=== block 1 ===
--- src/rtl/radix5_stage_seq.sv ---
// radix5_stage_seq
//   Sequencer around an external fixed-latency, non-stallable radix-5
//   butterfly. It gathers five serial complex samples (lanes a..e), issues
//   them to the datapath with a one-cycle strobe, follows each group through
//   the datapath latency, catches the result in a two-slot ping-pong buffer
//   and plays the buffer out as a serial valid/ready stream. An issue only
//   happens when the groups in flight plus the full slots leave a free slot,
//   so the buffer cannot overflow.
//
// Ports
//   clk, rst_n                  clock, asynchronous active-low reset
//   s_valid/s_ready/s_re/s_img  serial sample input
//   dp_issue, dp_re, dp_img     group issued to the datapath (lane k at [k*DW +: DW])
//   dp_out_re, dp_out_img       datapath result, valid LAT cycles after issue
//   m_valid/m_ready/m_re/m_img  serial result output
//   m_last                      last output sample of a frame of NBFLY groups
//   frame_done                  one-cycle pulse after the m_last handshake
//   busy                        data is held somewhere in the block
//
// Input FSM states
//   state     | meaning
//   ST_GATHER | accepting samples into lane[count]
//   ST_FULL   | five lanes held, waiting for output credit; issues on credit
module radix5_stage_seq #(
   parameter int DW    = 32,
   parameter int LAT   = 9,
   parameter int NBFLY = 25
) (
   input  logic            clk,
   input  logic            rst_n,
   input  logic            s_valid,
   output logic            s_ready,
   input  logic [DW-1:0]   s_re,
   input  logic [DW-1:0]   s_img,
   output logic            dp_issue,
   output logic [5*DW-1:0] dp_re,
   output logic [5*DW-1:0] dp_img,
   input  logic [5*DW-1:0] dp_out_re,
   input  logic [5*DW-1:0] dp_out_img,
   output logic            m_valid,
   input  logic            m_ready,
   output logic [DW-1:0]   m_re,
   output logic [DW-1:0]   m_img,
   output logic            m_last,
   output logic            frame_done,
   output logic            busy
);

   localparam int GW = (NBFLY > 1) ? $clog2(NBFLY) : 1;
   localparam logic [GW-1:0] GRP_LAST = GW'(NBFLY - 1);

   typedef enum logic {ST_GATHER = 1'b0, ST_FULL = 1'b1} state_t;

   state_t          state;
   logic [2:0]      count;
   logic [5*DW-1:0] gat_re, gat_img;
   logic [LAT:0]    iss_sr;
   logic [1:0]      inflight;
   logic [1:0]      occ;
   logic [1:0]      slot_full;
   logic [5*DW-1:0] slot_re  [2];
   logic [5*DW-1:0] slot_img [2];
   logic            wsel, rsel;
   logic [2:0]      idx;
   logic [GW-1:0]   grp;

   logic accept, credit, issue_now, capture, handshake, last_beat;

   // Credit uses registered occupancy only: a slot freed by this cycle's
   // handshake is seen by the FSM one cycle later.
   always_comb begin
      occ       = {1'b0, slot_full[0]} + {1'b0, slot_full[1]};
      credit    = ({1'b0, occ} + {1'b0, inflight}) < 3'd2;
      issue_now = (state == ST_FULL) && credit;
      accept    = s_valid && (state == ST_GATHER);
      capture   = iss_sr[LAT];
      last_beat = (idx == 3'd4);
      handshake = m_valid && m_ready;
   end

   assign s_ready = (state == ST_GATHER);
   assign m_valid = slot_full[rsel];
   assign m_re    = slot_re[rsel][int'(idx)*DW +: DW];
   assign m_img   = slot_img[rsel][int'(idx)*DW +: DW];
   assign m_last  = m_valid && last_beat && (grp == GRP_LAST);
   assign busy    = (state != ST_GATHER) || (count != 3'd0) ||
                    (inflight != 2'd0) || (occ != 2'd0);

   // Input side: gather, issue, and track groups through the datapath.
   // iss_sr[k] marks a group issued k cycles ago; bit LAT is the capture cycle.
   always_ff @(posedge clk or negedge rst_n) begin
      if (!rst_n) begin
         state    <= ST_GATHER;
         count    <= 3'd0;
         gat_re   <= '0;
         gat_img  <= '0;
         dp_issue <= 1'b0;
         dp_re    <= '0;
         dp_img   <= '0;
         iss_sr   <= '0;
         inflight <= 2'd0;
      end else begin
         dp_issue <= 1'b0;
         iss_sr   <= {iss_sr[LAT-1:0], issue_now};
         case ({issue_now, capture})
            2'b10:   inflight <= inflight + 2'd1;
            2'b01:   inflight <= inflight - 2'd1;
            default: ;
         endcase
         case (state)
            ST_GATHER: begin
               if (accept) begin
                  gat_re[int'(count)*DW +: DW]  <= s_re;
                  gat_img[int'(count)*DW +: DW] <= s_img;
                  if (count == 3'd4) begin
                     count <= 3'd0;
                     state <= ST_FULL;
                  end else begin
                     count <= count + 3'd1;
                  end
               end
            end
            ST_FULL: begin
               if (credit) begin
                  dp_issue <= 1'b1;
                  dp_re    <= gat_re;
                  dp_img   <= gat_img;
                  state    <= ST_GATHER;
               end
            end
            default: state <= ST_GATHER;
         endcase
      end
   end

   // Output side: ping-pong capture and serial playout. Credit guarantees
   // a capture never targets the slot being freed in the same cycle.
   always_ff @(posedge clk or negedge rst_n) begin
      if (!rst_n) begin
         for (int i = 0; i < 2; i++) begin
            slot_re[i]  <= '0;
            slot_img[i] <= '0;
         end
         slot_full  <= 2'b00;
         wsel       <= 1'b0;
         rsel       <= 1'b0;
         idx        <= 3'd0;
         grp        <= '0;
         frame_done <= 1'b0;
      end else begin
         frame_done <= handshake && m_last;
         if (capture) begin
            slot_re[wsel]   <= dp_out_re;
            slot_img[wsel]  <= dp_out_img;
            slot_full[wsel] <= 1'b1;
            wsel            <= ~wsel;
         end
         if (handshake) begin
            if (last_beat) begin
               slot_full[rsel] <= 1'b0;
               rsel            <= ~rsel;
               idx             <= 3'd0;
               grp             <= (grp == GRP_LAST) ? '0 : grp + 1'b1;
            end else begin
               idx <= idx + 3'd1;
            end
         end
      end
   end

endmodule

--- config.mk ---
export PLATFORM = sky130hd
export DESIGN_NAME = radix5_stage_seq
export DESIGN_NICKNAME = d
export VERILOG_FILES = /design/src/rtl/radix5_stage_seq.sv
export SDC_FILE = /design/constraint.sdc
export NUM_CORES = 2
export LEC_CHECK = 0
export CAP_MARGIN = 20
export CORE_UTILIZATION = 59
export DETAILED_ROUTE_END_ITERATION = 12
export HOLD_SLACK_MARGIN = 0.15
export PLACE_DENSITY = 0.82
export SKIP_CTS_REPAIR_TIMING = 1
export SLEW_MARGIN = 20
export SYNTH_ARGS = -nofsm -noshare
export SYNTH_HDL_FRONTEND = slang
export SYNTH_SLANG_ARGS = --single-unit
--- constraint.sdc ---
create_clock -name clk -period 4.7 [get_ports clk]
set_input_delay 0.94 -clock clk [delete_from_list [all_inputs] [get_ports clk]]
set_output_delay 0.94 -clock clk [all_outputs]
set_load 0.02 [all_outputs]
=== block 2 ===
===== config.mk =====
export PLATFORM = sky130hd
export DESIGN_NAME = grf_writeback
export DESIGN_NICKNAME = d
export VERILOG_FILES = /design/src/rtl/grf_pkg.sv /design/src/rtl/grf_read_port.sv /design/src/rtl/grf_writeback.sv
export SDC_FILE = /design/constraint.sdc
export NUM_CORES = 2
export LEC_CHECK = 0
export CORE_MARGIN = 1
export CORE_UTILIZATION = 45
export CTS_CLUSTER_DIAMETER = 100
export DETAILED_ROUTE_END_ITERATION = 16
export GPL_ROUTABILITY_DRIVEN = 0
export PLACE_DENSITY_LB_ADDON = 0.15
export SLEW_MARGIN = 30
export SYNTH_ARGS = -nofsm -noshare
export SYNTH_HDL_FRONTEND = slang
export SYNTH_SLANG_ARGS = --single-unit

===== constraint.sdc =====
create_clock -name clk -period 3.3 [get_ports clk]
set_input_delay 0.825 -clock clk [delete_from_list [all_inputs] [get_ports clk]]
set_output_delay 0.825 -clock clk [all_outputs]
set_load 0.02 [all_outputs]

===== src/rtl/grf_pkg.sv =====
// rtl/grf_pkg.sv - shared defaults and constants for the general register file
//
// Purpose : default geometry of the register file, the hardwired-zero register
//           address and the reset value used by every stored register.
// Ports   : none (package).

package grf_pkg;

   localparam int GRF_WIDTH = 32;
   localparam int GRF_NREG  = 32;
   localparam int GRF_AW    = 5;

   // Address of the register that always reads as zero and is never written.
   localparam int ZERO_REG = 0;

   localparam logic [GRF_WIDTH-1:0] RESET_VAL = '0;

endpackage


===== src/rtl/grf_read_port.sv =====
// rtl/grf_read_port.sv - one combinational read port of the register file
//
// Purpose : returns zero for register 0, the in-flight write data when the
//           bypass is enabled and the write hits this address, otherwise the
//           stored value.
// Ports   : ra_i     read address
//           byp_en_i a commit is being presented this cycle (reset released, we, wa!=0)
//           wa_i     write address
//           wd_i     write data
//           rf_i     register file contents, entry 0 is the constant zero
//           rd_o     read data

module grf_read_port
   import grf_pkg::*;
#(
   parameter int WIDTH  = GRF_WIDTH,
   parameter int NREG   = GRF_NREG,
   parameter int AW     = GRF_AW,
   parameter int BYPASS = 1
) (
   input  logic [AW-1:0]    ra_i,
   input  logic             byp_en_i,
   input  logic [AW-1:0]    wa_i,
   input  logic [WIDTH-1:0] wd_i,
   input  logic [WIDTH-1:0] rf_i [NREG],
   output logic [WIDTH-1:0] rd_o
);

   always_comb begin
      rd_o = WIDTH'(RESET_VAL);
      if (ra_i == AW'(ZERO_REG)) begin
         rd_o = WIDTH'(RESET_VAL);
      end else if ((BYPASS != 0) && byp_en_i && (wa_i == ra_i)) begin
         rd_o = wd_i;
      end else begin
         rd_o = rf_i[ra_i];
      end
   end

endmodule


===== src/rtl/grf_writeback.sv =====
// rtl/grf_writeback.sv - write-back register file with bypass and commit trace
//
// Purpose : commits the write-back mux result into architectural registers,
//           serves two combinational read ports and publishes a registered
//           commit trace.
// Ports   : clk         rising-edge clock
//           reset       asynchronous active-low reset
//           we, wa, wd  write enable, address, data
//           pc          PC of the writing instruction (trace only)
//           ra1, ra2    read addresses
//           rd1, rd2    read data
//           trace_valid one-cycle pulse per commit
//           trace_pc, trace_addr, trace_data  details of the last commit

module grf_writeback
   import grf_pkg::*;
#(
   parameter int WIDTH  = GRF_WIDTH,
   parameter int NREG   = GRF_NREG,
   parameter int AW     = GRF_AW,
   parameter int BYPASS = 1
) (
   input  logic             clk,
   input  logic             reset,
   input  logic             we,
   input  logic [AW-1:0]    wa,
   input  logic [WIDTH-1:0] wd,
   input  logic [WIDTH-1:0] pc,
   input  logic [AW-1:0]    ra1,
   input  logic [AW-1:0]    ra2,
   output logic [WIDTH-1:0] rd1,
   output logic [WIDTH-1:0] rd2,
   output logic             trace_valid,
   output logic [WIDTH-1:0] trace_pc,
   output logic [AW-1:0]    trace_addr,
   output logic [WIDTH-1:0] trace_data
);

   logic             commit;
   logic             byp_en;
   logic [WIDTH-1:0] rf_view [NREG];

   assign commit = we && (wa != AW'(ZERO_REG));
   // The bypass is gated by reset so every register reads zero while reset is held.
   assign byp_en = reset && commit;

   // Register 0 is a decoded constant; only 1..NREG-1 are flops.
   assign rf_view[0] = WIDTH'(RESET_VAL);

   for (genvar i = 1; i < NREG; i++) begin : g_reg
      logic             wr_hit;
      logic [WIDTH-1:0] r_q;
      logic [WIDTH-1:0] r_d;

      assign wr_hit = commit && (wa == AW'(i));
      assign r_d    = wr_hit ? wd : r_q;

      always_ff @(posedge clk or negedge reset) begin
         if (!reset) begin
            r_q <= WIDTH'(RESET_VAL);
         end else begin
            r_q <= r_d;
         end
      end

      assign rf_view[i] = r_q;
   end

   grf_read_port #(
      .WIDTH (WIDTH),
      .NREG  (NREG),
      .AW    (AW),
      .BYPASS(BYPASS)
   ) u_rp1 (
      .ra_i    (ra1),
      .byp_en_i(byp_en),
      .wa_i    (wa),
      .wd_i    (wd),
      .rf_i    (rf_view),
      .rd_o    (rd1)
   );

   grf_read_port #(
      .WIDTH (WIDTH),
      .NREG  (NREG),
      .AW    (AW),
      .BYPASS(BYPASS)
   ) u_rp2 (
      .ra_i    (ra2),
      .byp_en_i(byp_en),
      .wa_i    (wa),
      .wd_i    (wd),
      .rf_i    (rf_view),
      .rd_o    (rd2)
   );

   // Commit trace: valid pulses every committing edge, payload holds between commits.
   logic             trace_valid_q, trace_valid_d;
   logic [WIDTH-1:0] trace_pc_q,    trace_pc_d;
   logic [AW-1:0]    trace_addr_q,  trace_addr_d;
   logic [WIDTH-1:0] trace_data_q,  trace_data_d;

   always_comb begin
      trace_valid_d = commit;
      trace_pc_d    = trace_pc_q;
      trace_addr_d  = trace_addr_q;
      trace_data_d  = trace_data_q;
      if (commit) begin
         trace_pc_d   = pc;
         trace_addr_d = wa;
         trace_data_d = wd;
      end
   end

   always_ff @(posedge clk or negedge reset) begin
      if (!reset) begin
         trace_valid_q <= 1'b0;
         trace_pc_q    <= '0;
         trace_addr_q  <= '0;
         trace_data_q  <= '0;
      end else begin
         trace_valid_q <= trace_valid_d;
         trace_pc_q    <= trace_pc_d;
         trace_addr_q  <= trace_addr_d;
         trace_data_q  <= trace_data_d;
      end
   end

   assign trace_valid = trace_valid_q;
   assign trace_pc    = trace_pc_q;
   assign trace_addr  = trace_addr_q;
   assign trace_data  = trace_data_q;

endmodule

Fig. 1: block 1, signal wires by layer
Scale: 1 px per um.
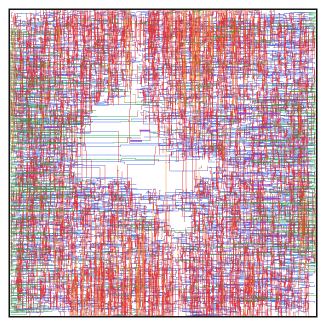
- blue: met1 (wire length 59.3 mm)
- green: met3 (wire length 11900 um)
- red: met2 (wire length 70.1 mm)
- orange: met4 (wire length 6290 um)
- purple: met5 (wire length 224 um)

==> run notes, block 1 <==
flow finished, numbers: Rel. slew slack 27.87%, buffer depth of the longest clock path 3, H-Tree Level Count 4, fraction of the yosys area taken by sequential cells 60.10%, number of buffer cells added on primary ports 777, CP endpoint kind output port, Post-route DRC 0, clock skew 0.02331 ns, Avg Inst Size Synth 14.98 sq um, peak supply drop 532.5 uV, cell depth of the worst flop-to-flop path 9, internal portion of total power 35.31 mW, worst setup slack for register-to-register paths 1.05 ns, Async S/R FF share, synth 100.0%, Setup crit start idx[0], final hold violation count 0, Cells after Synth 3637, number of buffers created by CTS 135, sequential cell fraction of total power 37.4%, clock group total power 11.2 mW, crit path setup slack, layout 0.1252 ns, switching power as a share of total power 33.94%, worst setup path endpoint m_re[7], met2 wirelength from detailed routing 70110 um, unrepaired setup endpoints after global routing no, top layer reached by signal wires met5, Worst Path Buf+Inv 2, dominant kind of combinational cell multiplexers, most common logic cell in the routed design dfrtp_1, nature of the critical path startpoint flop, met3 usage in global routing 9.891%, core area 91520 sq um, ratio of final minimum period to clock period 97.34%, cell types with the largest area share after synthesis dfrtp_1 (60%), mux2_2 (24%), mux2i_1 (3.6%), Arrival @ worst endpoint 3.63 ns, minimum period implied by the final worst setup slack 4.575 ns, Synth warnings 0, outcome finished, final reports clean, clk latency late pin 0.74 ns, yosys cell count 3637, met2 track utilization from global routing 49.59%, AO/OA Area Share 2.987%, HPWL Detailed 98050 um, largest stage delay on the critical path 0.70 ns, maximum number of pins on one net before global-route repair 132, count of flip-flops with a built-in enable after synthesis 0, total routing resource utilization after global routing 31.92%, root buffer cell clkbuf_16, horizontal die dimension 305.9 um
-- block 1: state kept, by name (all words and copies together) (netlist names) --
name and flops:
iss_sr 10, frame_done 1, rsel 1, slot_full 2, wsel 1, inflight 2, gat_re 160, dp_re 160
grp 5, count 3, state 1, slot_img 320, dp_img 160, slot_re 320, idx 3, gat_img 160
-- block 1: cell type report --
class,instances,area [sq um],area share [%]
clock buffer,190,4033,5.867
multi-input combinational,1953,20280,29.51
inverter,142,540.5,0.7864
timing repair buffer,869,8894,12.94
antenna,33,82.58,0.1201
tap,1186,1484,2.159
clock inverter,52,650.6,0.9465
sequential,1309,32770,47.67
-- block 1: logic make-up (layout without fill, tap and decap cells) --
kind of cell / Yosys count / after routing
simple gates: 248 / 248
xor+xnor: 5 / 5
mux: 1476 / 1476
buf+inv: 375 / 1253
fa+ha+maj: 15 / 15
other cells: 0 / 33
flops: 1309 / 1309
compound gates: 209 / 209
-- block 1: Yosys cell counts, types with 9 or more instances --
library cell  instances
mux2i_1             195
a22o_1               64
ha_1                 14
clkbuf_1            179
dfrtp_1            1309
mux2_4               60
nor2_1               69
nand2_1             141
o32ai_1              64
buf_2                40
o22ai_1              64
o21ai_0               9
inv_1               140
mux4_2               64
mux2_2             1157
Fig. 2: block 2, M3 wires
Scale: 1 px per um. Cells faint in the background.
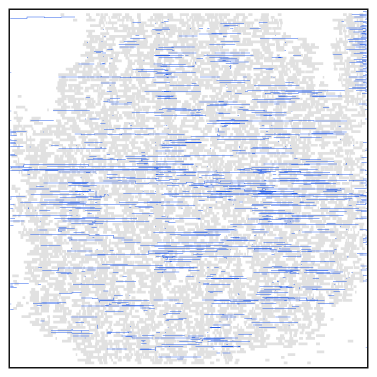
- main direction: horizontal
- share of all routed wire: 7.1%
- nets with wire on the layer: 495
- longest straight run: 166 um
- wire length on this layer: 14400 um

==> run notes, block 2 <==
flow finished, numbers: post-layout util 59.07%, total of max-cap violations 0, crit path setup slack, layout -0.3944 ns, smallest hold slack 0.3511 ns, Placed Cells 6095, met2 track utilization from global routing 48.86%, group drawing the most power sequential cells, instance area at placement 65410 sq um, setup slack at placement -1.353 ns, Cells after Synth 4178, final setup violation count 64, clock transition at the registers of the reported paths 0.06 ns, number of cells on the critical path 13, failing checks setup timing, met1 routed wirelength after detailed routing 85760 um, cell at the slowest stage of the critical path a211o_1, max FFs per register 992, register with the most flip-flops g.r_q, Setup crit start ra2[0], H-Tree Level Count 3, share of cells above drive strength 1 54.60%, critical path data required time 2.47 ns, cell-by-cell listing of the critical path buf_16 -> buf_12 -> buf_16 -> buf_16 -> buf_8 -> buf_6 -> buf_6 -> mux2i_2 -> o221ai_2 -> a21oi_2 -> nor3_2 -> a211o_1 -> buf_6, number of warnings in the stage logs 36, outcome complete, but fails checks, total detailed-routing wirelength 201700 um, worst setup slack for register-to-register paths 2.47 ns, cell depth of the worst flop-to-flop path 1, HPWL Detailed 127500 um
[block 2: Yosys cell counts (15+ instances only)]
cell | count | area (sq um)
a211o_1 | 15 | 131.4
a211oi_1 | 44 | 330.3
a21oi_1 | 46 | 230.2
a221oi_1 | 32 | 280.3
a22o_1 | 31 | 271.5
a22oi_1 | 63 | 473.0
buf_1 | 34 | 127.6
buf_2 | 132 | 660.6
buf_4 | 15 | 112.6
clkbuf_1 | 256 | 960.9
dfrtp_1 | 1062 | 26580
inv_1 | 49 | 183.9
mux2_2 | 1034 | 11640
mux2i_1 | 176 | 1762
mux4_2 | 391 | 8806
nand2_1 | 422 | 1584
nand3_1 | 24 | 120.1
nor2_1 | 20 | 75.07
nor2b_1 | 38 | 237.7
nor3_1 | 19 | 95.09
o211ai_1 | 19 | 142.6
o21ai_0 | 69 | 345.3
o221ai_1 | 89 | 779.5
o22ai_1 | 17 | 106.4
[block 2: area by class of cell]
class / count / area, sq um
fill: 9831 / 50870
multi-input combinational: 2626 / 29720
sequential: 1062 / 26580
timing repair buffer: 898 / 10630
clock buffer: 176 / 3605
tap: 1637 / 2048
clock inverter: 43 / 603.1
inverter: 52 / 235.2

=== block 3 ===
===== src/rtl/branch_pkg.sv =====
// Shared definitions for the branch predictor: condition-code encodings and
// the reset value of the prediction counters.
package branch_pkg;

  localparam logic [2:0] BR_BEQ    = 3'd0;
  localparam logic [2:0] BR_BNE    = 3'd1;
  localparam logic [2:0] BR_BGTZ   = 3'd2;
  localparam logic [2:0] BR_BLEZ   = 3'd3;
  localparam logic [2:0] BR_REGIMM = 3'd4;
  localparam logic [2:0] BR_BLTU   = 3'd5;
  localparam logic [2:0] BR_BGEU   = 3'd6;
  localparam logic [2:0] BR_JUMP   = 3'd7;

  // Weakly not-taken: all ones below the MSB, MSB clear.
  function automatic int weak_nt(input int w);
    return (1 << (w - 1)) - 1;
  endfunction

endpackage


===== src/rtl/sat_ctr.sv =====
// Saturating up/down counter with synchronous clear to a parameterised value.
// inc and dec together leave the count unchanged.
module sat_ctr #(
  parameter int            W       = 2,
  parameter logic [W-1:0]  CLR_VAL = '0
) (
  input  logic         clk_i,
  input  logic         clr_i,
  input  logic         inc_i,
  input  logic         dec_i,
  output logic [W-1:0] cnt_o
);

  logic [W-1:0] cnt_q, cnt_d;

  always_comb begin
    cnt_d = cnt_q;
    if (inc_i && !dec_i && (cnt_q != {W{1'b1}})) begin
      cnt_d = cnt_q + W'(1);
    end else if (dec_i && !inc_i && (cnt_q != '0)) begin
      cnt_d = cnt_q - W'(1);
    end
  end

  always_ff @(posedge clk_i) begin
    if (clr_i) begin
      cnt_q <= CLR_VAL;
    end else begin
      cnt_q <= cnt_d;
    end
  end

  assign cnt_o = cnt_q;

endmodule


===== src/rtl/branch_predict.sv =====
// Branch resolution, saturating-counter prediction table and branch/miss
// statistics for the 5-stage pipeline.
module branch_predict
  import branch_pkg::*;
#(
  parameter int ADDR_W = 32,
  parameter int IDX_W  = 6,
  parameter int CTR_W  = 2,
  parameter int CNT_W  = 16
) (
  input  logic              CLK,
  input  logic              RST,
  input  logic [ADDR_W-1:0] FetchPC,
  input  logic              Stall,
  output logic              PredTaken,
  input  logic              ExValid,
  input  logic [ADDR_W-1:0] ExPC,
  input  logic              ExPredTaken,
  input  logic [2:0]        BrCode,
  input  logic              BrRt,
  input  logic              C,
  input  logic              O,
  input  logic              N,
  input  logic              Z,
  output logic              Taken,
  output logic              Mispredict,
  output logic [CNT_W-1:0]  BrCount,
  output logic [CNT_W-1:0]  MissCount
);

  localparam int               DEPTH   = 2 ** IDX_W;
  localparam logic [CTR_W-1:0] CTR_RST = CTR_W'(weak_nt(CTR_W));

  logic [IDX_W-1:0] fetch_idx, ex_idx;
  logic [CTR_W-1:0] tbl [DEPTH];
  logic [DEPTH-1:0] wr_en;
  logic             pred_q, pred_d;

  assign fetch_idx = FetchPC[IDX_W+1:2];
  assign ex_idx    = ExPC[IDX_W+1:2];

  // Byte offset and upper PC bits are deliberately ignored (aliasing allowed);
  // the overflow flag plays no part in any supported condition.
  logic unused_in;
  assign unused_in = ^{FetchPC[ADDR_W-1:IDX_W+2], FetchPC[1:0],
                       ExPC[ADDR_W-1:IDX_W+2], ExPC[1:0], O};

  always_comb begin
    Taken = 1'b0;
    case (BrCode)
      BR_BEQ:    Taken = Z;
      BR_BNE:    Taken = ~Z;
      BR_BGTZ:   Taken = ~Z & ~N;
      BR_BLEZ:   Taken = Z | N;
      BR_REGIMM: Taken = BrRt ? (Z | ~N) : N;
      BR_BLTU:   Taken = ~C;
      BR_BGEU:   Taken = C;
      BR_JUMP:   Taken = 1'b1;
      default:   Taken = 1'b0;
    endcase
  end

  assign Mispredict = ExValid & (Taken != ExPredTaken);

  always_comb begin
    wr_en = '0;
    if (ExValid) begin
      wr_en[ex_idx] = 1'b1;
    end
  end

  for (genvar i = 0; i < DEPTH; i++) begin : g_tbl
    sat_ctr #(
      .W       (CTR_W),
      .CLR_VAL (CTR_RST)
    ) u_entry (
      .clk_i (CLK),
      .clr_i (RST),
      .inc_i (wr_en[i] & Taken),
      .dec_i (wr_en[i] & ~Taken),
      .cnt_o (tbl[i])
    );
  end

  // Reads the registered entry value, so a same-cycle update is seen one fetch later.
  always_comb begin
    pred_d = pred_q;
    if (!Stall) begin
      pred_d = tbl[fetch_idx][CTR_W-1];
    end
  end

  always_ff @(posedge CLK) begin
    if (RST) begin
      pred_q <= 1'b0;
    end else begin
      pred_q <= pred_d;
    end
  end

  assign PredTaken = pred_q;

  sat_ctr #(
    .W       (CNT_W),
    .CLR_VAL ('0)
  ) u_br_cnt (
    .clk_i (CLK),
    .clr_i (RST),
    .inc_i (ExValid),
    .dec_i (1'b0),
    .cnt_o (BrCount)
  );

  sat_ctr #(
    .W       (CNT_W),
    .CLR_VAL ('0)
  ) u_miss_cnt (
    .clk_i (CLK),
    .clr_i (RST),
    .inc_i (Mispredict),
    .dec_i (1'b0),
    .cnt_o (MissCount)
  );

endmodule


===== config.mk =====
export PLATFORM = sky130hd
export DESIGN_NAME = branch_predict
export DESIGN_NICKNAME = d
export VERILOG_FILES = /design/src/rtl/branch_pkg.sv /design/src/rtl/sat_ctr.sv /design/src/rtl/branch_predict.sv
export SDC_FILE = /design/constraint.sdc
export NUM_CORES = 1
export LEC_CHECK = 0
export CORE_ASPECT_RATIO = 1.75
export CORE_UTILIZATION = 55
export DETAILED_ROUTE_END_ITERATION = 10
export GPL_TIMING_DRIVEN = 1
export HOLD_SLACK_MARGIN = 0.08
export PLACE_DENSITY = 0.78
export SYNTH_ARGS = -nofsm -noshare
export SYNTH_HDL_FRONTEND = slang
export SYNTH_SLANG_ARGS = --single-unit

===== constraint.sdc =====
create_clock -name CLK -period 3.3 [get_ports CLK]
set_input_delay 0.66 -clock CLK [delete_from_list [all_inputs] [get_ports CLK]]
set_output_delay 0.66 -clock CLK [all_outputs]
set_load 0.01 [all_outputs]

=== block 4 ===
$ cat src/rtl/regfile_sb.sv
// Multi-read-port register file with write-through bypass and a per-register
// pending scoreboard (claimed at issue, cleared at writeback).
module regfile_sb #(
    parameter int DATA_W   = 32,
    parameter int ADDR_W   = 5,
    parameter int DEPTH    = 32,
    parameter int NUM_RD   = 2,
    parameter int ZERO_REG = 1,
    parameter int BYPASS   = 1
) (
    input  logic                       clk,
    input  logic                       rst,
    input  logic [NUM_RD*ADDR_W-1:0]   rd_addr,
    input  logic [NUM_RD-1:0]          rd_use,
    output logic [NUM_RD*DATA_W-1:0]   rd_data,
    output logic [NUM_RD-1:0]          rd_busy,
    output logic                       stall,
    input  logic                       wr_en,
    input  logic [ADDR_W-1:0]          wr_addr,
    input  logic [DATA_W-1:0]          wr_data,
    input  logic                       claim_en,
    input  logic [ADDR_W-1:0]          claim_addr,
    output logic [DEPTH-1:0]           busy_vec
);

    localparam logic [ADDR_W:0] DEPTH_L = (ADDR_W + 1)'(DEPTH);

    logic [DATA_W-1:0] mem [DEPTH];
    logic [DEPTH-1:0]  pending;
    logic              wr_ok;
    logic              claim_ok;

    // An address is usable when it is in range and is not the hardwired zero register.
    function automatic logic addr_ok(input logic [ADDR_W-1:0] a);
        return ({1'b0, a} < DEPTH_L) && !((ZERO_REG != 0) && (a == '0));
    endfunction

    assign wr_ok    = wr_en && addr_ok(wr_addr);
    assign claim_ok = claim_en && addr_ok(claim_addr);

    always_ff @(posedge clk or posedge rst) begin
        if (rst) begin
            for (int k = 0; k < DEPTH; k++) begin
                mem[k] <= '0;
            end
        end else if (wr_ok) begin
            mem[wr_addr] <= wr_data;
        end
    end

    // The claim is assigned last so a same-edge new producer outranks the retiring one.
    always_ff @(posedge clk or posedge rst) begin
        if (rst) begin
            pending <= '0;
        end else begin
            if (wr_ok) begin
                pending[wr_addr] <= 1'b0;
            end
            if (claim_ok) begin
                pending[claim_addr] <= 1'b1;
            end
        end
    end

    for (genvar i = 0; i < NUM_RD; i++) begin : g_rd
        logic [ADDR_W-1:0] a;
        logic              hit;
        logic              byp;

        assign a   = rd_addr[i*ADDR_W +: ADDR_W];
        assign hit = addr_ok(a);
        assign byp = (BYPASS != 0) && wr_ok && (wr_addr == a);

        assign rd_data[i*DATA_W +: DATA_W] = byp ? wr_data : (hit ? mem[a] : '0);
        assign rd_busy[i] = hit && pending[a] && !byp;
    end

    assign stall    = |(rd_busy & rd_use);
    assign busy_vec = pending;

endmodule

$ cat config.mk
export PLATFORM = sky130hd
export DESIGN_NAME = regfile_sb
export DESIGN_NICKNAME = d
export VERILOG_FILES = /design/src/rtl/regfile_sb.sv
export SDC_FILE = /design/constraint.sdc
export NUM_CORES = 2
export LEC_CHECK = 0
export CORE_MARGIN = 2
export CORE_UTILIZATION = 44
export CTS_BUF_LIST = sky130_fd_sc_hd__clkbuf_4
export DETAILED_ROUTE_END_ITERATION = 10
export GPL_TIMING_DRIVEN = 0
export SKIP_LAST_GASP = 1
export SYNTH_ARGS = -nofsm -noshare
export SYNTH_HDL_FRONTEND = slang
export SYNTH_SLANG_ARGS = --single-unit
$ cat constraint.sdc
create_clock -name clk -period 43 [get_ports clk]
set_input_delay 8.6 -clock clk [delete_from_list [all_inputs] [get_ports clk]]
set_output_delay 8.6 -clock clk [all_outputs]
set_load 0.05 [all_outputs]
=== block 5 ===
$ cat config.mk
export PLATFORM = sky130hd
export DESIGN_NAME = phase_lamp_decoder
export DESIGN_NICKNAME = d
export VERILOG_FILES = /design/src/rtl/traffic_pkg.sv /design/src/rtl/bin2bcd_seq.sv /design/src/rtl/phase_lamp_decoder.sv
export SDC_FILE = /design/constraint.sdc
export NUM_CORES = 1
export LEC_CHECK = 0
export CORE_ASPECT_RATIO = 0.7
export CORE_UTILIZATION = 56
export CTS_CLUSTER_DIAMETER = 120
export DETAILED_ROUTE_END_ITERATION = 8
export PLACE_DENSITY = 0.86
export SLEW_MARGIN = 30
export SYNTH_ARGS = -nofsm -noshare
export SYNTH_HDL_FRONTEND = slang
export SYNTH_SLANG_ARGS = --single-unit
$ cat constraint.sdc
create_clock -name clk -period 2.6 [get_ports clk]
set_input_delay 0.52 -clock clk [delete_from_list [all_inputs] [get_ports clk]]
set_output_delay 0.52 -clock clk [all_outputs]
set_load 0.01 [all_outputs]
$ cat src/rtl/traffic_pkg.sv
// Shared definitions for the traffic-light phase interface: phase codes,
// default yellow window, transition legality and the 7-segment font.
package traffic_pkg;

  localparam logic [1:0] PH_OFF     = 2'd0;
  localparam logic [1:0] PH_LEFT    = 2'd1;
  localparam logic [1:0] PH_FORWARD = 2'd2;
  localparam logic [1:0] PH_RIGHT   = 2'd3;

  localparam int         YELLOW_T_DEF = 3;
  localparam logic [6:0] SEG_BLANK    = 7'h7F;

  typedef enum logic [1:0] {
    BCD_IDLE,
    BCD_LOAD,
    BCD_SHIFT,
    BCD_DONE
  } bcd_state_e;

  // The generator walks OFF -> FORWARD -> RIGHT -> LEFT and may drop to OFF at any time.
  function automatic logic phase_step_legal(input logic [1:0] prev_ph,
                                            input logic [1:0] next_ph);
    return (next_ph == prev_ph) ||
           (next_ph == PH_OFF) ||
           ((prev_ph == PH_OFF)     && (next_ph == PH_FORWARD)) ||
           ((prev_ph == PH_FORWARD) && (next_ph == PH_RIGHT)) ||
           ((prev_ph == PH_RIGHT)   && (next_ph == PH_LEFT));
  endfunction

  // Font is written active-high {g,f,e,d,c,b,a} and inverted for the common-anode display.
  function automatic logic [6:0] seg7_n(input logic [3:0] digit);
    logic [6:0] seg_on;
    case (digit)
      4'd0:    seg_on = 7'b0111111;
      4'd1:    seg_on = 7'b0000110;
      4'd2:    seg_on = 7'b1011011;
      4'd3:    seg_on = 7'b1001111;
      4'd4:    seg_on = 7'b1100110;
      4'd5:    seg_on = 7'b1101101;
      4'd6:    seg_on = 7'b1111101;
      4'd7:    seg_on = 7'b0000111;
      4'd8:    seg_on = 7'b1111111;
      4'd9:    seg_on = 7'b1101111;
      default: seg_on = 7'b0000000;
    endcase
    return ~seg_on;
  endfunction

endpackage

$ cat src/rtl/bin2bcd_seq.sv
// Sequential double-dabble converter for 0..99: one LOAD, seven SHIFT and one
// DONE cycle per conversion; results hold until the next DONE.
module bin2bcd_seq
  import traffic_pkg::*;
(
  input  logic       clk,
  input  logic       reset,
  input  logic       start,
  input  logic [6:0] bin,
  output logic       busy,
  output logic       done,
  output logic [3:0] tens,
  output logic [3:0] ones
);

  bcd_state_e  state_q, state_d;
  logic [14:0] sh_q, sh_d;      // {tens, ones, binary}
  logic [2:0]  step_q, step_d;
  logic [3:0]  tens_q, tens_d;
  logic [3:0]  ones_q, ones_d;

  function automatic logic [14:0] dabble_step(input logic [14:0] sh);
    logic [14:0] t;
    t = sh;
    if (t[10:7]  >= 4'd5) t[10:7]  = t[10:7]  + 4'd3;
    if (t[14:11] >= 4'd5) t[14:11] = t[14:11] + 4'd3;
    return {t[13:0], 1'b0};
  endfunction

  // NOTE: every always_comb output gets a default first so no path leaves it unassigned (no latch).
  always_comb begin
    state_d = state_q;
    sh_d    = sh_q;
    step_d  = step_q;
    tens_d  = tens_q;
    ones_d  = ones_q;
    case (state_q)
      BCD_IDLE: begin
        if (start) state_d = BCD_LOAD;
      end
      BCD_LOAD: begin
        sh_d    = {8'd0, bin};
        step_d  = 3'd0;
        state_d = BCD_SHIFT;
      end
      BCD_SHIFT: begin
        sh_d   = dabble_step(sh_q);
        step_d = step_q + 3'd1;
        if (step_q == 3'd6) state_d = BCD_DONE;
      end
      BCD_DONE: begin
        tens_d  = sh_q[14:11];
        ones_d  = sh_q[10:7];
        state_d = BCD_IDLE;
      end
      default: state_d = BCD_IDLE;
    endcase
  end

  // NOTE: state registers use non-blocking assignments so every flop samples pre-edge values.
  always_ff @(posedge clk) begin
    if (reset) begin
      state_q <= BCD_IDLE;
      sh_q    <= '0;
      step_q  <= '0;
      tens_q  <= '0;
      ones_q  <= '0;
    end else begin
      state_q <= state_d;
      sh_q    <= sh_d;
      step_q  <= step_d;
      tens_q  <= tens_d;
      ones_q  <= ones_d;
    end
  end

  assign busy = (state_q != BCD_IDLE);
  assign done = (state_q == BCD_DONE);
  assign tens = tens_q;
  assign ones = ones_q;

endmodule

$ cat src/rtl/phase_lamp_decoder.sv
// Decodes the {phase, countdown} interface into lamp drives, flags illegal
// phase steps, and shows the remaining seconds on a two-digit scanned display.
module phase_lamp_decoder
  import traffic_pkg::*;
#(
  parameter int YELLOW_T = YELLOW_T_DEF,
  parameter int SCAN_DIV = 50000,
  parameter int CNT_W    = 32
) (
  input  logic             clk,
  input  logic             reset,
  input  logic [1:0]       phase_in,
  input  logic [CNT_W-1:0] count_in,
  output logic             lamp_red,
  output logic             lamp_yellow,
  output logic [2:0]       lamp_green,
  output logic [6:0]       seg_n,
  output logic [1:0]       dig_n,
  output logic             disp_valid,
  output logic             seq_err
);

  localparam int SCAN_W = $clog2(SCAN_DIV);

  logic [1:0]       ph_q, ph_d;
  logic [CNT_W-1:0] cnt_q, cnt_d;
  logic [1:0]       prev_ph_q, prev_ph_d;
  logic             seq_err_q, seq_err_d;
  logic             red_q, red_d;
  logic             yellow_q, yellow_d;
  logic [2:0]       green_q, green_d;
  logic [6:0]       last_bin_q, last_bin_d;
  logic             ran_q, ran_d;
  logic             load_q, load_d;
  logic             disp_valid_q, disp_valid_d;
  logic [SCAN_W-1:0] scan_q, scan_d;
  logic             dig_sel_q, dig_sel_d;   // 0 = ones, 1 = tens

  logic [6:0] disp_bin;
  logic       bcd_start, bcd_busy, bcd_done;
  logic [3:0] bcd_tens, bcd_ones;
  logic       scan_wrap;

  always_comb begin
    ph_d  = phase_in;
    cnt_d = count_in;

    red_d    = 1'b0;
    yellow_d = 1'b0;
    green_d  = 3'b000;
    if (ph_q == PH_OFF) begin
      red_d = 1'b1;
    end else if (cnt_q <= CNT_W'(YELLOW_T)) begin
      yellow_d = 1'b1;
    end else begin
      case (ph_q)
        PH_LEFT:    green_d = 3'b001;
        PH_FORWARD: green_d = 3'b010;
        default:    green_d = 3'b100;
      endcase
    end

    prev_ph_d = ph_q;
    seq_err_d = seq_err_q | ~phase_step_legal(prev_ph_q, ph_q);
  end

  // Display path: saturate, detect a new value, and remember what the converter took.
  always_comb begin
    disp_bin     = (cnt_q > CNT_W'(99)) ? 7'd99 : cnt_q[6:0];
    bcd_start    = ~ran_q | (disp_bin != last_bin_q);
    load_d       = bcd_start & ~bcd_busy;
    last_bin_d   = load_q ? disp_bin : last_bin_q;
    ran_d        = ran_q | load_q;
    disp_valid_d = disp_valid_q | bcd_done;

    scan_wrap = (scan_q == SCAN_W'(SCAN_DIV - 1));
    scan_d    = scan_wrap ? '0 : scan_q + 1'b1;
    dig_sel_d = dig_sel_q ^ scan_wrap;
  end

  always_ff @(posedge clk) begin
    if (reset) begin
      ph_q         <= PH_OFF;
      cnt_q        <= '0;
      prev_ph_q    <= PH_OFF;
      seq_err_q    <= 1'b0;
      red_q        <= 1'b1;
      yellow_q     <= 1'b0;
      green_q      <= 3'b000;
      last_bin_q   <= '0;
      ran_q        <= 1'b0;
      load_q       <= 1'b0;
      disp_valid_q <= 1'b0;
      scan_q       <= '0;
      dig_sel_q    <= 1'b0;
    end else begin
      ph_q         <= ph_d;
      cnt_q        <= cnt_d;
      prev_ph_q    <= prev_ph_d;
      seq_err_q    <= seq_err_d;
      red_q        <= red_d;
      yellow_q     <= yellow_d;
      green_q      <= green_d;
      last_bin_q   <= last_bin_d;
      ran_q        <= ran_d;
      load_q       <= load_d;
      disp_valid_q <= disp_valid_d;
      scan_q       <= scan_d;
      dig_sel_q    <= dig_sel_d;
    end
  end

  bin2bcd_seq u_bcd (
    .clk   (clk),
    .reset (reset),
    .start (bcd_start),
    .bin   (disp_bin),
    .busy  (bcd_busy),
    .done  (bcd_done),
    .tens  (bcd_tens),
    .ones  (bcd_ones)
  );

  // Tens digit is blanked when zero so single-digit counts read naturally.
  always_comb begin
    seg_n = SEG_BLANK;
    if (disp_valid_q) begin
      if (!dig_sel_q)          seg_n = seg7_n(bcd_ones);
      else if (bcd_tens != 0)  seg_n = seg7_n(bcd_tens);
    end
  end

  assign dig_n       = dig_sel_q ? 2'b01 : 2'b10;
  assign lamp_red    = red_q;
  assign lamp_yellow = yellow_q;
  assign lamp_green  = green_q;
  assign disp_valid  = disp_valid_q;
  assign seq_err     = seq_err_q;

endmodule

=== block 6 ===
## src/rtl/seq_alu_if.sv

```systemverilog
// Request/response bundle for seq_alu: operands and opcode in, registered result out.
interface seq_alu_if #(
    parameter int unsigned WIDTH = 32
);
    logic             in_valid;
    logic             in_ready;
    logic [WIDTH-1:0] in_A;
    logic [WIDTH-1:0] in_B;
    logic [3:0]       ALUControl;
    logic             out_valid;
    logic [WIDTH-1:0] ALUResult;
    logic             zero;
    logic             busy;

    // Requester side
    modport master (
        output in_valid, in_A, in_B, ALUControl,
        input  in_ready, out_valid, ALUResult, zero, busy
    );

    // ALU side
    modport slave (
        input  in_valid, in_A, in_B, ALUControl,
        output in_ready, out_valid, ALUResult, zero, busy
    );
endinterface

```

## src/rtl/seq_alu.sv

```systemverilog
// seq_alu: sequential ALU. Logic/add/sub/slt complete in one cycle; MUL
// (shift-add) and, when SEQ_ALU_DIV_EN is defined, DIVU/REMU (restoring
// divide) take WIDTH iteration cycles. Without SEQ_ALU_DIV_EN the divide
// opcodes decode as ADD.
module seq_alu #(
    parameter int unsigned WIDTH = 32
) (
    input  logic     clk,
    input  logic     reset,
    seq_alu_if.slave bus
);

    localparam int unsigned CNT_W = $clog2(WIDTH) + 1;

    localparam logic [3:0] OP_AND  = 4'b0000;
    localparam logic [3:0] OP_OR   = 4'b0001;
    localparam logic [3:0] OP_ADD  = 4'b0010;
    localparam logic [3:0] OP_SUB  = 4'b0110;
    localparam logic [3:0] OP_SLT  = 4'b0111;
    localparam logic [3:0] OP_NOR  = 4'b1100;
    localparam logic [3:0] OP_MUL  = 4'b1000;
`ifdef SEQ_ALU_DIV_EN
    localparam logic [3:0] OP_DIVU = 4'b1001;
    localparam logic [3:0] OP_REMU = 4'b1010;
`endif

    typedef enum logic [1:0] {
        S_IDLE = 2'd0,
        S_MUL  = 2'd1
`ifdef SEQ_ALU_DIV_EN
        ,
        S_DIV  = 2'd2
`endif
    } state_t;

    state_t           state;
    logic [CNT_W-1:0] count;
    logic             in_ready_q;
    logic             busy_q;
    logic             out_valid_q;
    logic [WIDTH-1:0] result_q;
    logic             zero_q;

    logic [WIDTH-1:0] mul_acc;
    logic [WIDTH-1:0] mul_mcand;
    logic [WIDTH-1:0] mul_mplier;

    logic             accept_c;
    logic             last_iter_c;
    logic             slt_c;
    logic [WIDTH-1:0] single_res_c;
    logic [WIDTH-1:0] mul_next_c;

    assign bus.in_ready  = in_ready_q;
    assign bus.busy      = busy_q;
    assign bus.out_valid = out_valid_q;
    assign bus.ALUResult = result_q;
    assign bus.zero      = zero_q;

    assign accept_c    = bus.in_valid & in_ready_q;
    assign last_iter_c = (count == CNT_W'(WIDTH - 1));
    assign slt_c       = ($signed(bus.in_A) < $signed(bus.in_B));

    // Single-cycle result; unlisted opcodes fall through to ADD
    always_comb begin
        single_res_c = bus.in_A + bus.in_B;
        case (bus.ALUControl)
            OP_AND:  single_res_c = bus.in_A & bus.in_B;
            OP_OR:   single_res_c = bus.in_A | bus.in_B;
            OP_ADD:  single_res_c = bus.in_A + bus.in_B;
            OP_SUB:  single_res_c = bus.in_A - bus.in_B;
            OP_SLT:  single_res_c = {{(WIDTH - 1){1'b0}}, slt_c};
            OP_NOR:  single_res_c = ~(bus.in_A | bus.in_B);
            default: single_res_c = bus.in_A + bus.in_B;
        endcase
    end

    // One shift-add step: accumulate the shifted multiplicand when the current multiplier bit is set
    assign mul_next_c = mul_acc + (mul_mplier[0] ? mul_mcand : '0);

`ifdef SEQ_ALU_DIV_EN
    logic [WIDTH-1:0] div_rem;
    logic [WIDTH-1:0] div_quo;
    logic [WIDTH-1:0] div_dsor;
    logic             div_is_rem;
    logic             div_op_c;
    logic [WIDTH:0]   div_trial_c;
    logic             div_take_c;
    logic [WIDTH-1:0] div_rem_next_c;
    logic [WIDTH-1:0] div_quo_next_c;

    assign div_op_c    = (bus.ALUControl == OP_DIVU) || (bus.ALUControl == OP_REMU);
    assign div_trial_c = {div_rem, div_quo[WIDTH-1]} - {1'b0, div_dsor};
    // A zero divisor always "fits", giving an all-ones quotient and the dividend as remainder
    assign div_take_c  = ~div_trial_c[WIDTH] | (div_dsor == '0);

    // One restoring-divide step: shift in the next dividend bit and subtract if it fits
    always_comb begin
        div_rem_next_c = {div_rem[WIDTH-2:0], div_quo[WIDTH-1]};
        div_quo_next_c = {div_quo[WIDTH-2:0], 1'b0};
        if (div_take_c) begin
            div_rem_next_c = div_trial_c[WIDTH-1:0];
            div_quo_next_c = {div_quo[WIDTH-2:0], 1'b1};
        end
    end
`endif

    // Control FSM, iteration datapath and registered outputs
    always_ff @(posedge clk or posedge reset) begin
        if (reset) begin
            state       <= S_IDLE;
            count       <= '0;
            in_ready_q  <= 1'b1;
            busy_q      <= 1'b0;
            out_valid_q <= 1'b0;
            result_q    <= '0;
            zero_q      <= 1'b0;
            mul_acc     <= '0;
            mul_mcand   <= '0;
            mul_mplier  <= '0;
`ifdef SEQ_ALU_DIV_EN
            div_rem     <= '0;
            div_quo     <= '0;
            div_dsor    <= '0;
            div_is_rem  <= 1'b0;
`endif
        end else begin
            out_valid_q <= 1'b0;
            case (state)
                S_IDLE: begin
                    if (accept_c) begin
                        count <= '0;
                        if (bus.ALUControl == OP_MUL) begin
                            state      <= S_MUL;
                            in_ready_q <= 1'b0;
                            busy_q     <= 1'b1;
                            mul_acc    <= '0;
                            mul_mcand  <= bus.in_A;
                            mul_mplier <= bus.in_B;
                        end
`ifdef SEQ_ALU_DIV_EN
                        else if (div_op_c) begin
                            state      <= S_DIV;
                            in_ready_q <= 1'b0;
                            busy_q     <= 1'b1;
                            div_rem    <= '0;
                            div_quo    <= bus.in_A;
                            div_dsor   <= bus.in_B;
                            div_is_rem <= (bus.ALUControl == OP_REMU);
                        end
`endif
                        else begin
                            out_valid_q <= 1'b1;
                            result_q    <= single_res_c;
                            zero_q      <= (single_res_c == '0);
                        end
                    end
                end
                S_MUL: begin
                    if (last_iter_c) begin
                        state       <= S_IDLE;
                        count       <= '0;
                        in_ready_q  <= 1'b1;
                        busy_q      <= 1'b0;
                        out_valid_q <= 1'b1;
                        result_q    <= mul_next_c;
                        zero_q      <= (mul_next_c == '0);
                    end else begin
                        count      <= count + CNT_W'(1);
                        mul_acc    <= mul_next_c;
                        mul_mcand  <= {mul_mcand[WIDTH-2:0], 1'b0};
                        mul_mplier <= {1'b0, mul_mplier[WIDTH-1:1]};
                    end
                end
`ifdef SEQ_ALU_DIV_EN
                S_DIV: begin
                    if (last_iter_c) begin
                        state       <= S_IDLE;
                        count       <= '0;
                        in_ready_q  <= 1'b1;
                        busy_q      <= 1'b0;
                        out_valid_q <= 1'b1;
                        if (div_is_rem) begin
                            result_q <= div_rem_next_c;
                            zero_q   <= (div_rem_next_c == '0);
                        end else begin
                            result_q <= div_quo_next_c;
                            zero_q   <= (div_quo_next_c == '0);
                        end
                    end else begin
                        count   <= count + CNT_W'(1);
                        div_rem <= div_rem_next_c;
                        div_quo <= div_quo_next_c;
                    end
                end
`endif
                default: begin
                    state      <= S_IDLE;
                    count      <= '0;
                    in_ready_q <= 1'b1;
                    busy_q     <= 1'b0;
                end
            endcase
        end
    end

endmodule

```

## src/flat_wrapper.sv

```systemverilog
// flat-port wrapper written by rule: the top's interface ports become plain ports
module seq_alu_flat 
#(
    parameter int unsigned WIDTH = 32
)
  (clk, reset, bus_in_valid, bus_in_A, bus_in_B, bus_ALUControl, bus_in_ready, bus_out_valid, bus_ALUResult, bus_zero, bus_busy);
  seq_alu_if #(.WIDTH(WIDTH)) bus_i ();
  input  logic clk;
  input  logic reset;
  input wire logic [$bits(bus_i.in_valid)-1:0] bus_in_valid;
  input wire logic [$bits(bus_i.in_A)-1:0] bus_in_A;
  input wire logic [$bits(bus_i.in_B)-1:0] bus_in_B;
  input wire logic [$bits(bus_i.ALUControl)-1:0] bus_ALUControl;
  output wire logic [$bits(bus_i.in_ready)-1:0] bus_in_ready;
  output wire logic [$bits(bus_i.out_valid)-1:0] bus_out_valid;
  output wire logic [$bits(bus_i.ALUResult)-1:0] bus_ALUResult;
  output wire logic [$bits(bus_i.zero)-1:0] bus_zero;
  output wire logic [$bits(bus_i.busy)-1:0] bus_busy;
  assign bus_i.in_valid = bus_in_valid;
  assign bus_i.in_A = bus_in_A;
  assign bus_i.in_B = bus_in_B;
  assign bus_i.ALUControl = bus_ALUControl;
  assign bus_in_ready = bus_i.in_ready;
  assign bus_out_valid = bus_i.out_valid;
  assign bus_ALUResult = bus_i.ALUResult;
  assign bus_zero = bus_i.zero;
  assign bus_busy = bus_i.busy;
  seq_alu #(.WIDTH(WIDTH)) u_core (.clk(clk), .reset(reset), .bus(bus_i));
endmodule
```

## config.mk

```make
export PLATFORM = sky130hd
export DESIGN_NAME = seq_alu_flat
export DESIGN_NICKNAME = d
export VERILOG_FILES = /design/src/rtl/seq_alu_if.sv /design/src/rtl/seq_alu.sv /design/src/flat_wrapper.sv
export SDC_FILE = /design/constraint.sdc
export NUM_CORES = 1
export LEC_CHECK = 0
export CAP_MARGIN = 20
export CORE_AREA = 5 5 222 224
export DETAILED_ROUTE_END_ITERATION = 10
export DIE_AREA = 0 0 227 229
export SYNTH_ARGS = -nofsm -noshare
export SYNTH_HDL_FRONTEND = slang
export SYNTH_SLANG_ARGS = --single-unit
```

## constraint.sdc

```tcl
create_clock -name clk -period 11.4 [get_ports clk]
set_clock_uncertainty 0.15 [all_clocks]
set_input_delay 1.14 -clock clk [delete_from_list [all_inputs] [get_ports clk]]
set_output_delay 1.14 -clock clk [all_outputs]
set_load 0.01 [all_outputs]
```

Fig. 3: block 4, signal wires on met2
Scale: 1 px per um.
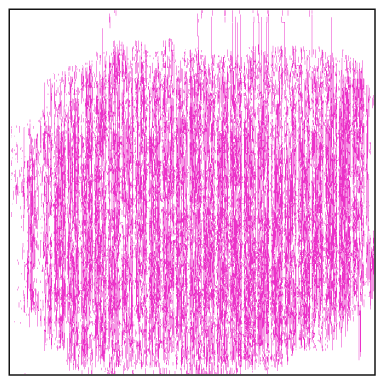
- share of all routed wire: 41%
- wire length on this layer: 108 mm
- nets with wire on the layer: 4142

==> run notes, block 4 <==
flow finished, numbers: outcome complete, but fails checks, signed area change from the synthesized netlist to the final layout 13.83%, fill count 11530, core area 129200 sq um, net switching power of the design 994.4 uW, clock net sink count 1056, fraction of the yosys area taken by sequential cells 46.29%, post-synthesis instance area 57090 sq um, FF+latch count, synth 1056, met3 WL post-DR 37520 um, Max Slew Vio Count 152, crit path setup slack, layout 19.70 ns, Arrival @ worst endpoint 14.70 ns, maximum number of pins on one net before global-route repair 123, setup total negative slack 0 ns, number of non-filler instances in the completed layout 6400, total of max-cap violations 17, CP endpoint kind output port, final-stage net count 4493, group drawing the most power sequential cells, via total after detailed routing 44000, most numerous cell in the Yosys netlist dfrtp_1, critical path data required time 34.40 ns, antenna diode count 25, clock transition at the registers of the reported paths 0.06 ns, Placed Cells 5862, most numerous logic cells after layout dfrtp_1 (1056), mux2_2 (1034), mux4_2 (467), clkbuf_4 (452), nand2_1 (226), number of buffers created by CTS 311, most crowded layer after global routing met2, smallest hold slack 0.4814 ns, startpoint of the lowest-slack hold path mem[1006], clock group total power 960 uW, failing checks capacitance limit, slew limit, met1 Use GR 48.86%
[block 4: critical path: stages]
cell	delay [ns]
clkdlybuf4s50_1	0.70
clkbuf_1	0.77
clkbuf_2	0.78
buf_1	1.25
nor2_1	0.12
o31ai_1	1.42
clkdlybuf4s50_1	1.04
[block 4: how the worst min path moves through the flow]
stage | to | slack (ns) | depth (start not counted)
6_report | mem[1006] | 0.48 | 1
5_1_grt | mem[1008] | 0.50 | 1
4_1_cts | mem[1012] | 0.48 | 1
3_5_place_dp | mem[1008] | 0.47 | 1
3_3_place_gp | mem[994] | 0.46 | 1
2_1_floorplan | mem[1001] | 0.44 | 1
[block 4: logic make-up (layout without fill, tap and decap cells)]
family	Yosys count	after routing	share of synthesized area, %
other	0	25	0
flip-flops	1056	1056	46.29
buffers and inverters	458	1133	3.607
AND-OR/OR-AND	324	324	4.061
AND/OR/NAND/NOR	378	378	2.932
XOR/XNOR	10	10	0.1534
multiplexers	1732	1732	42.96
[block 4: state kept, by name (all words and copies together) (netlist names)]
signal,count
busy_vec,32
mem,1024
Fig. 4: block 3, signal wires by layer
Scale: 3 px per um.
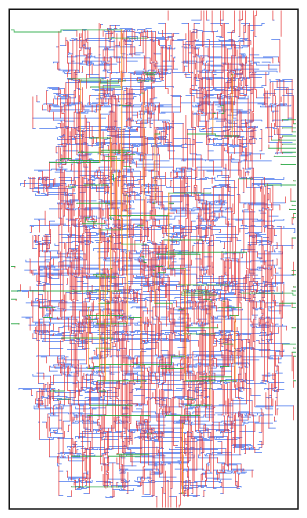
- blue: met1 (wire length 8380 um)
- red: met2 (wire length 10900 um)
- green: met3 (wire length 897 um)
- orange: met4 (wire length 636 um)

==> run notes, block 3 <==
flow finished, numbers: internal portion of total power 3.461 mW, ratio of final minimum period to clock period 95.81%, core area 14990 sq um, maximum clock frequency 316.3 MHz, most common logic cell in the routed design nor2_1, outcome finished, final reports clean, number of sequential cells 161, Avg Inst Size Synth 7.999 sq um, xor/xnor cell area share of the yosys netlist 1.345%, final setup violation count 0, met2 wirelength from detailed routing 10900 um, via total after detailed routing 8008, chip area from the yosys synthesis statistics 8463 sq um, post-synthesis instance area 8463 sq um, power per standard cell area 483.7 nW/um^2, minimum period implied by the final worst setup slack 3.162 ns, cell depth of the worst flop-to-flop path 7, setup slack at placement 0.1405 ns, antenna violations before repair 0, number of nets still failing antenna checks after routing 0, Worst-Margin Slew 0.6784 ns, Post-route DRC 0, met1 routed wirelength after detailed routing 8384 um, P_comb 623 uW, CTS tree done, number of buffers inserted by hold repair at cts 0, H-Tree Level Count 4
block 3: worst max-delay path: cells and delay by family:
kind	cells	cell delay (ns)
compound gates	2	0.30
buf+inv	3	1.06
mux	1	0.30
simple gates	1	0.18
block 3: per-stage QoR:
stage               area [sq um]  hold slack [ns]  power, mW  instances
finish                      9783           0.4856      4.732       1291
global route                9783           0.5055      4.920       1291
CTS                         9783           0.4866      4.739       1291
detailed placement          9209           0.4719      2.812       1259
global placement            9209           0.4635      2.793       1259
floorplan                   8463           0.4536      2.622       1058
block 3: Yosys cell counts (all sizes together), types with 14 or more instances:
| master | count | share of area [%] |
|---|---|---|
| nor2b | 14 | 1.0 |
| nand2 | 123 | 5.5 |
| o221ai | 21 | 2.2 |
| clkbuf | 34 | 1.5 |
| o21ai | 96 | 5.7 |
| a21o | 64 | 5.7 |
| a21oi | 56 | 3.4 |
| nor3 | 33 | 2.0 |
| dfxtp | 161 | 38 |
| buf | 30 | 1.9 |
| nand3 | 38 | 2.2 |
| a22oi | 24 | 2.1 |
| mux2i | 25 | 3.0 |
| o311ai | 19 | 2.0 |
| nor2 | 166 | 7.4 |
| a211o | 27 | 2.8 |
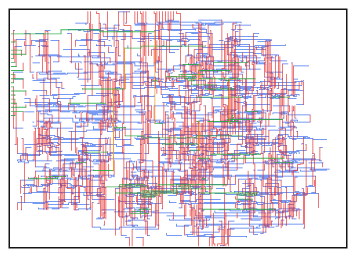
Fig. 5. Signal wires by layer (block 5).
Scale: 3 px per um.
- blue: met1 (wire length 4470 um)
- green: met3 (wire length 604 um)
- orange: met4 (wire length 100 um)
- red: met2 (wire length 5010 um)

Fig. 6: block 5, clock wiring as the flow saved it
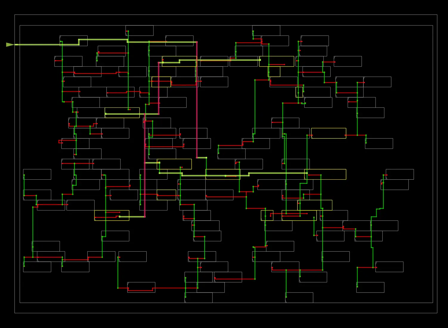
number of buffers created by CTS: 9
clk latency late pin: 0.34 ns
clock net sink count: 111
number of clock buffers in the layout: 11

==> run notes, block 5 <==
flow finished, numbers: outcome finished, final reports clean, antenna violations before repair 0, number of non-filler instances in the completed layout 669, Clock Power Share 34.3%, net switching power of the design 1.123 mW, CTS tree done, number of warnings in the stage logs 45, met3 usage in global routing 5.115%, Worst Path Buf+Inv 2, hold-critical path depth 2, yosys cell count 515, switching power as a share of total power 27.57%, Avg Inst Size Synth 9.213 sq um, met3 WL post-DR 604 um, final-stage net count 627, synthesized-area fraction occupied by adder cells 7.120%, AO/OA Area Share 11.71%, buffer depth of the longest clock path 2, final setup violation count 0, Leakage 2.116 nW, horizontal die dimension 112.0 um, dominant kind of combinational cell simple AND/OR/NAND/NOR gates, total detailed-routing wirelength 10180 um, Critical Setup Path Class reg2out, proportion of cell area spent on the clock network 5.392%, number of buffer cells added on primary ports 51, most frequently used flop master after synthesis dfxtp_1, top-area cell type share of the netlist area 46.84%, non-clock inverter instance count of the final layout 24, met1 Use GR 30.10%, Seq group 1.94 mW, Max Slew Vio Count 0, met1 routed wirelength after detailed routing 4467 um, post-synthesis instance area 4745 sq um, fraction of the yosys area taken by sequential cells 46.84%, Placed Cells 654, signed area change from the synthesized netlist to the final layout 19.33%
-- block 5: final timing paths --
| kind | from | slack (ns) | endpoint |
|---|---|---|---|
| worst min register to register | u_bcd.sh_q[5] | 0.47 | u_bcd.sh_q[5] |
| worst min-delay path | u_bcd.sh_q[5] | 0.47 | u_bcd.sh_q[5] |
| worst max register to register | u_bcd.state_q[1] | 0.33 | flop |
| worst max-delay path | dig_sel_q | 0.16 | seg_n[5] |
-- block 5: cell usage in the layout (no fill, tap or decap), drive strengths merged, types with 4 or more instances in the layout --
| master | instances |
|---|---|
| clkinv | 4 |
| clkdlybuf4s50 | 50 |
| o22ai | 7 |
| nand4 | 6 |
| ha | 27 |
| nand2b | 8 |
| nand3 | 13 |
| nor4 | 10 |
| and3 | 6 |
| or2 | 4 |
| o211ai | 4 |
| inv | 23 |
| nor2b | 35 |
| buf | 8 |
| xnor2 | 17 |
| xor2 | 9 |
| mux2i | 11 |
| nor3 | 8 |
| a21oi | 27 |
| a22o | 7 |
| clkbuf | 11 |
| a22oi | 6 |
| o21ai | 11 |
| nand2 | 29 |
| nor2 | 84 |
| a211oi | 7 |
| dfxtp | 111 |
Fig. 7: block 6, signal wires by layer
Scale: 1.5 px per um.
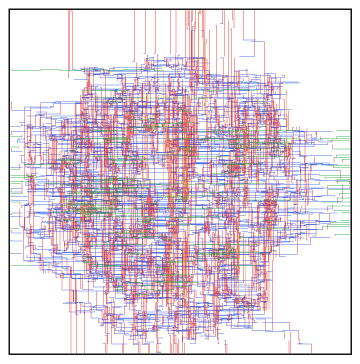
- red: met2 (wire length 22.5 mm)
- blue: met1 (wire length 23.6 mm)
- orange: met4 (wire length 1260 um)
- green: met3 (wire length 3510 um)

==> run notes, block 6 <==
flow finished, numbers: outcome finished, final reports clean, largest stage delay on the critical path 0.64 ns, synthesized netlist net count 1928, worst setup slack for register-to-register paths 6.25 ns, Synth warnings 0, worst reg2reg path startpoint u_core.mul_mplier[0], nature of the critical path startpoint input port, wire length of the first global-routing pass 78370 um, ratio of final minimum period to clock period 47.76%, vias per std cell 5.631, cell types with the largest area share after synthesis dfrtp_1 (25%), ha_1 (12%), o21ai_0 (6.2%), CP endpoint kind flop, group drawing the most power combinational logic, final-stage net count 1967, H-Tree Level Count 4, antenna diode count 0, Seq group 820 uW, met3 WL post-DR 3508 um, PostCTS Resize Cnt 0, number of buffers created by CTS 17, count of flip-flops with a built-in enable after synthesis 0, most crowded layer after global routing met2, number of warnings in the stage logs 92, Setup Buffers After CTS 0, met2 wirelength from detailed routing 22530 um, Cells after Synth 1726, Critical Setup Path Class in2reg, gate family responsible for the most delay along the worst path AND-OR/OR-AND gates
## block 6: layout make-up
type,count,area (sq um)
Clock inverter,13,185.2
Multi-Input combinational cell,1382,9268
Timing Repair Buffer,122,1192
Fill cell,4922,31430
Clock buffer,19,442.9
Tap cell,615,769.5
Sequential cell,138,3458
Inverter,104,395.4
## block 6: stage by stage
step,hold slack [ns],worst slack (ns)
finish,0.3293,5.955
global route,0.3538,5.698
CTS,0.3341,5.895
floorplan,0.2953,6.415
detailed placement,0.3216,5.417
global placement,0.3091,5.417
## block 6: registers in the layout (all words and copies together) (netlist names)
name / flops
u_core.bus.ALUResult: 32
u_core.bus.out_valid: 1
u_core.mul_acc: 32
u_core.state: 1
u_core.bus.zero: 1
u_core.mul_mcand: 32
u_core.bus.in_ready: 1
u_core.mul_mplier: 32
u_core.count: 6
## block 6: placed cells by master (no fill, tap or decap), drive strengths merged, types with 38 or more instances in the layout
master	instances
nand2	204
o21ai	176
dfrtp	137
ha	128
a21oi	119
inv	108
nor2	106
clkdlybuf4s50	106
mux2i	68
and2	38
## block 6: cell families after synthesis
group,synth area share [%]
flops,25.59
simple gates,18.50
fa+ha+maj,12.31
xor+xnor,1.881
buf+inv,5.820
mux,5.626
compound gates,30.28


==> notes/layouts.md <==
Pictures saved along the way, in no particular order.

M3 wires.
picture 1
Scale: 2 px per um. Cells faint in the background.
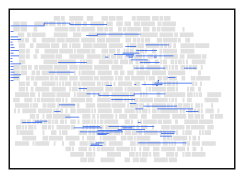
picture 2
Scale: 1 px per um. Cells faint in the background.
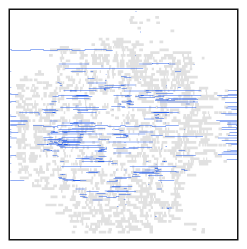
picture 3
Scale: 2 px per um. Cells faint in the background.
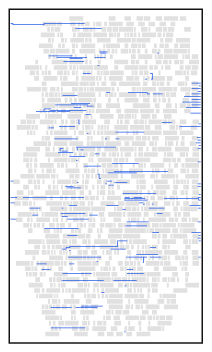
picture 4
Scale: 1 px per um. Cells faint in the background.
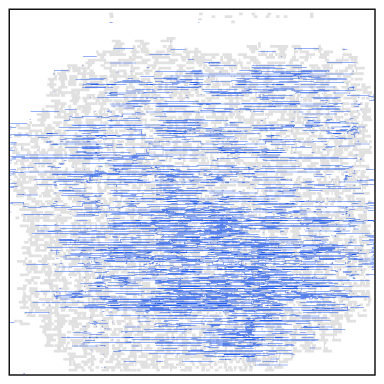
picture 5
Scale: 1 px per um. Cells faint in the background.
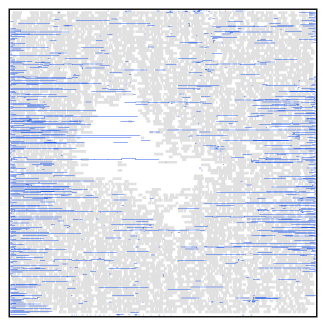
block 1: picture 5
block 6: picture 2
block 5: picture 1
block 3: picture 3
block 4: picture 4
- smallest die: picture 1
- largest die: picture 4

Key to picture 2:
- share of all routed wire: 6.9%
- nets with wire on the layer: 219
- main direction: horizontal


==> layout pictures side by side <==
Signal wires on met2.
Plate I
Scale: 1 px per um.
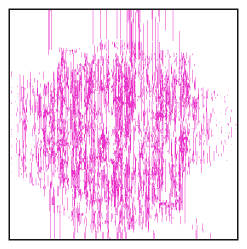
Plate II
Scale: 2 px per um.
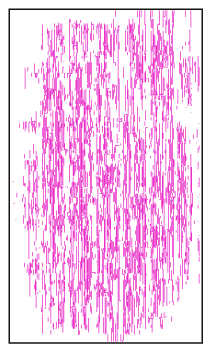
Plate III
Scale: 2 px per um.
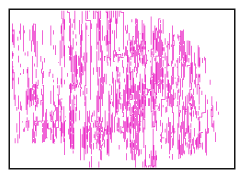
Plate IV
Scale: 1 px per um.
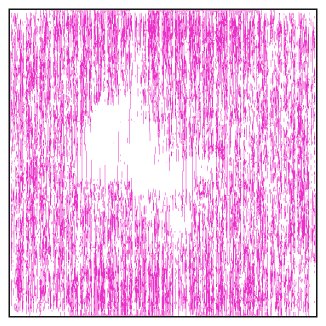
Plate V
Scale: 1 px per um.
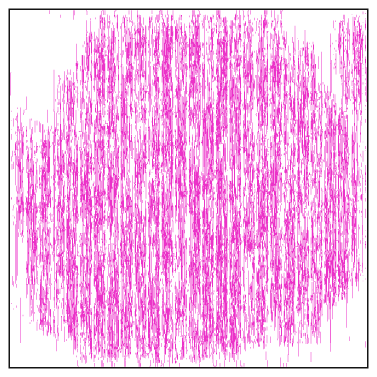
The one with the largest die is Plate V.
Plate V is block 2.
Plate II is block 3.
Plate III is block 5.
Plate I is block 6.
Plate IV is block 1.

Key to Plate V:
- wire length on this layer: 93.4 mm
- longest straight run: 141 um
- nets with wire on the layer: 4380
- main direction: vertical
- share of all routed wire: 46%

Power figures rest on the tool's default switching activity, not on a simulated workload.
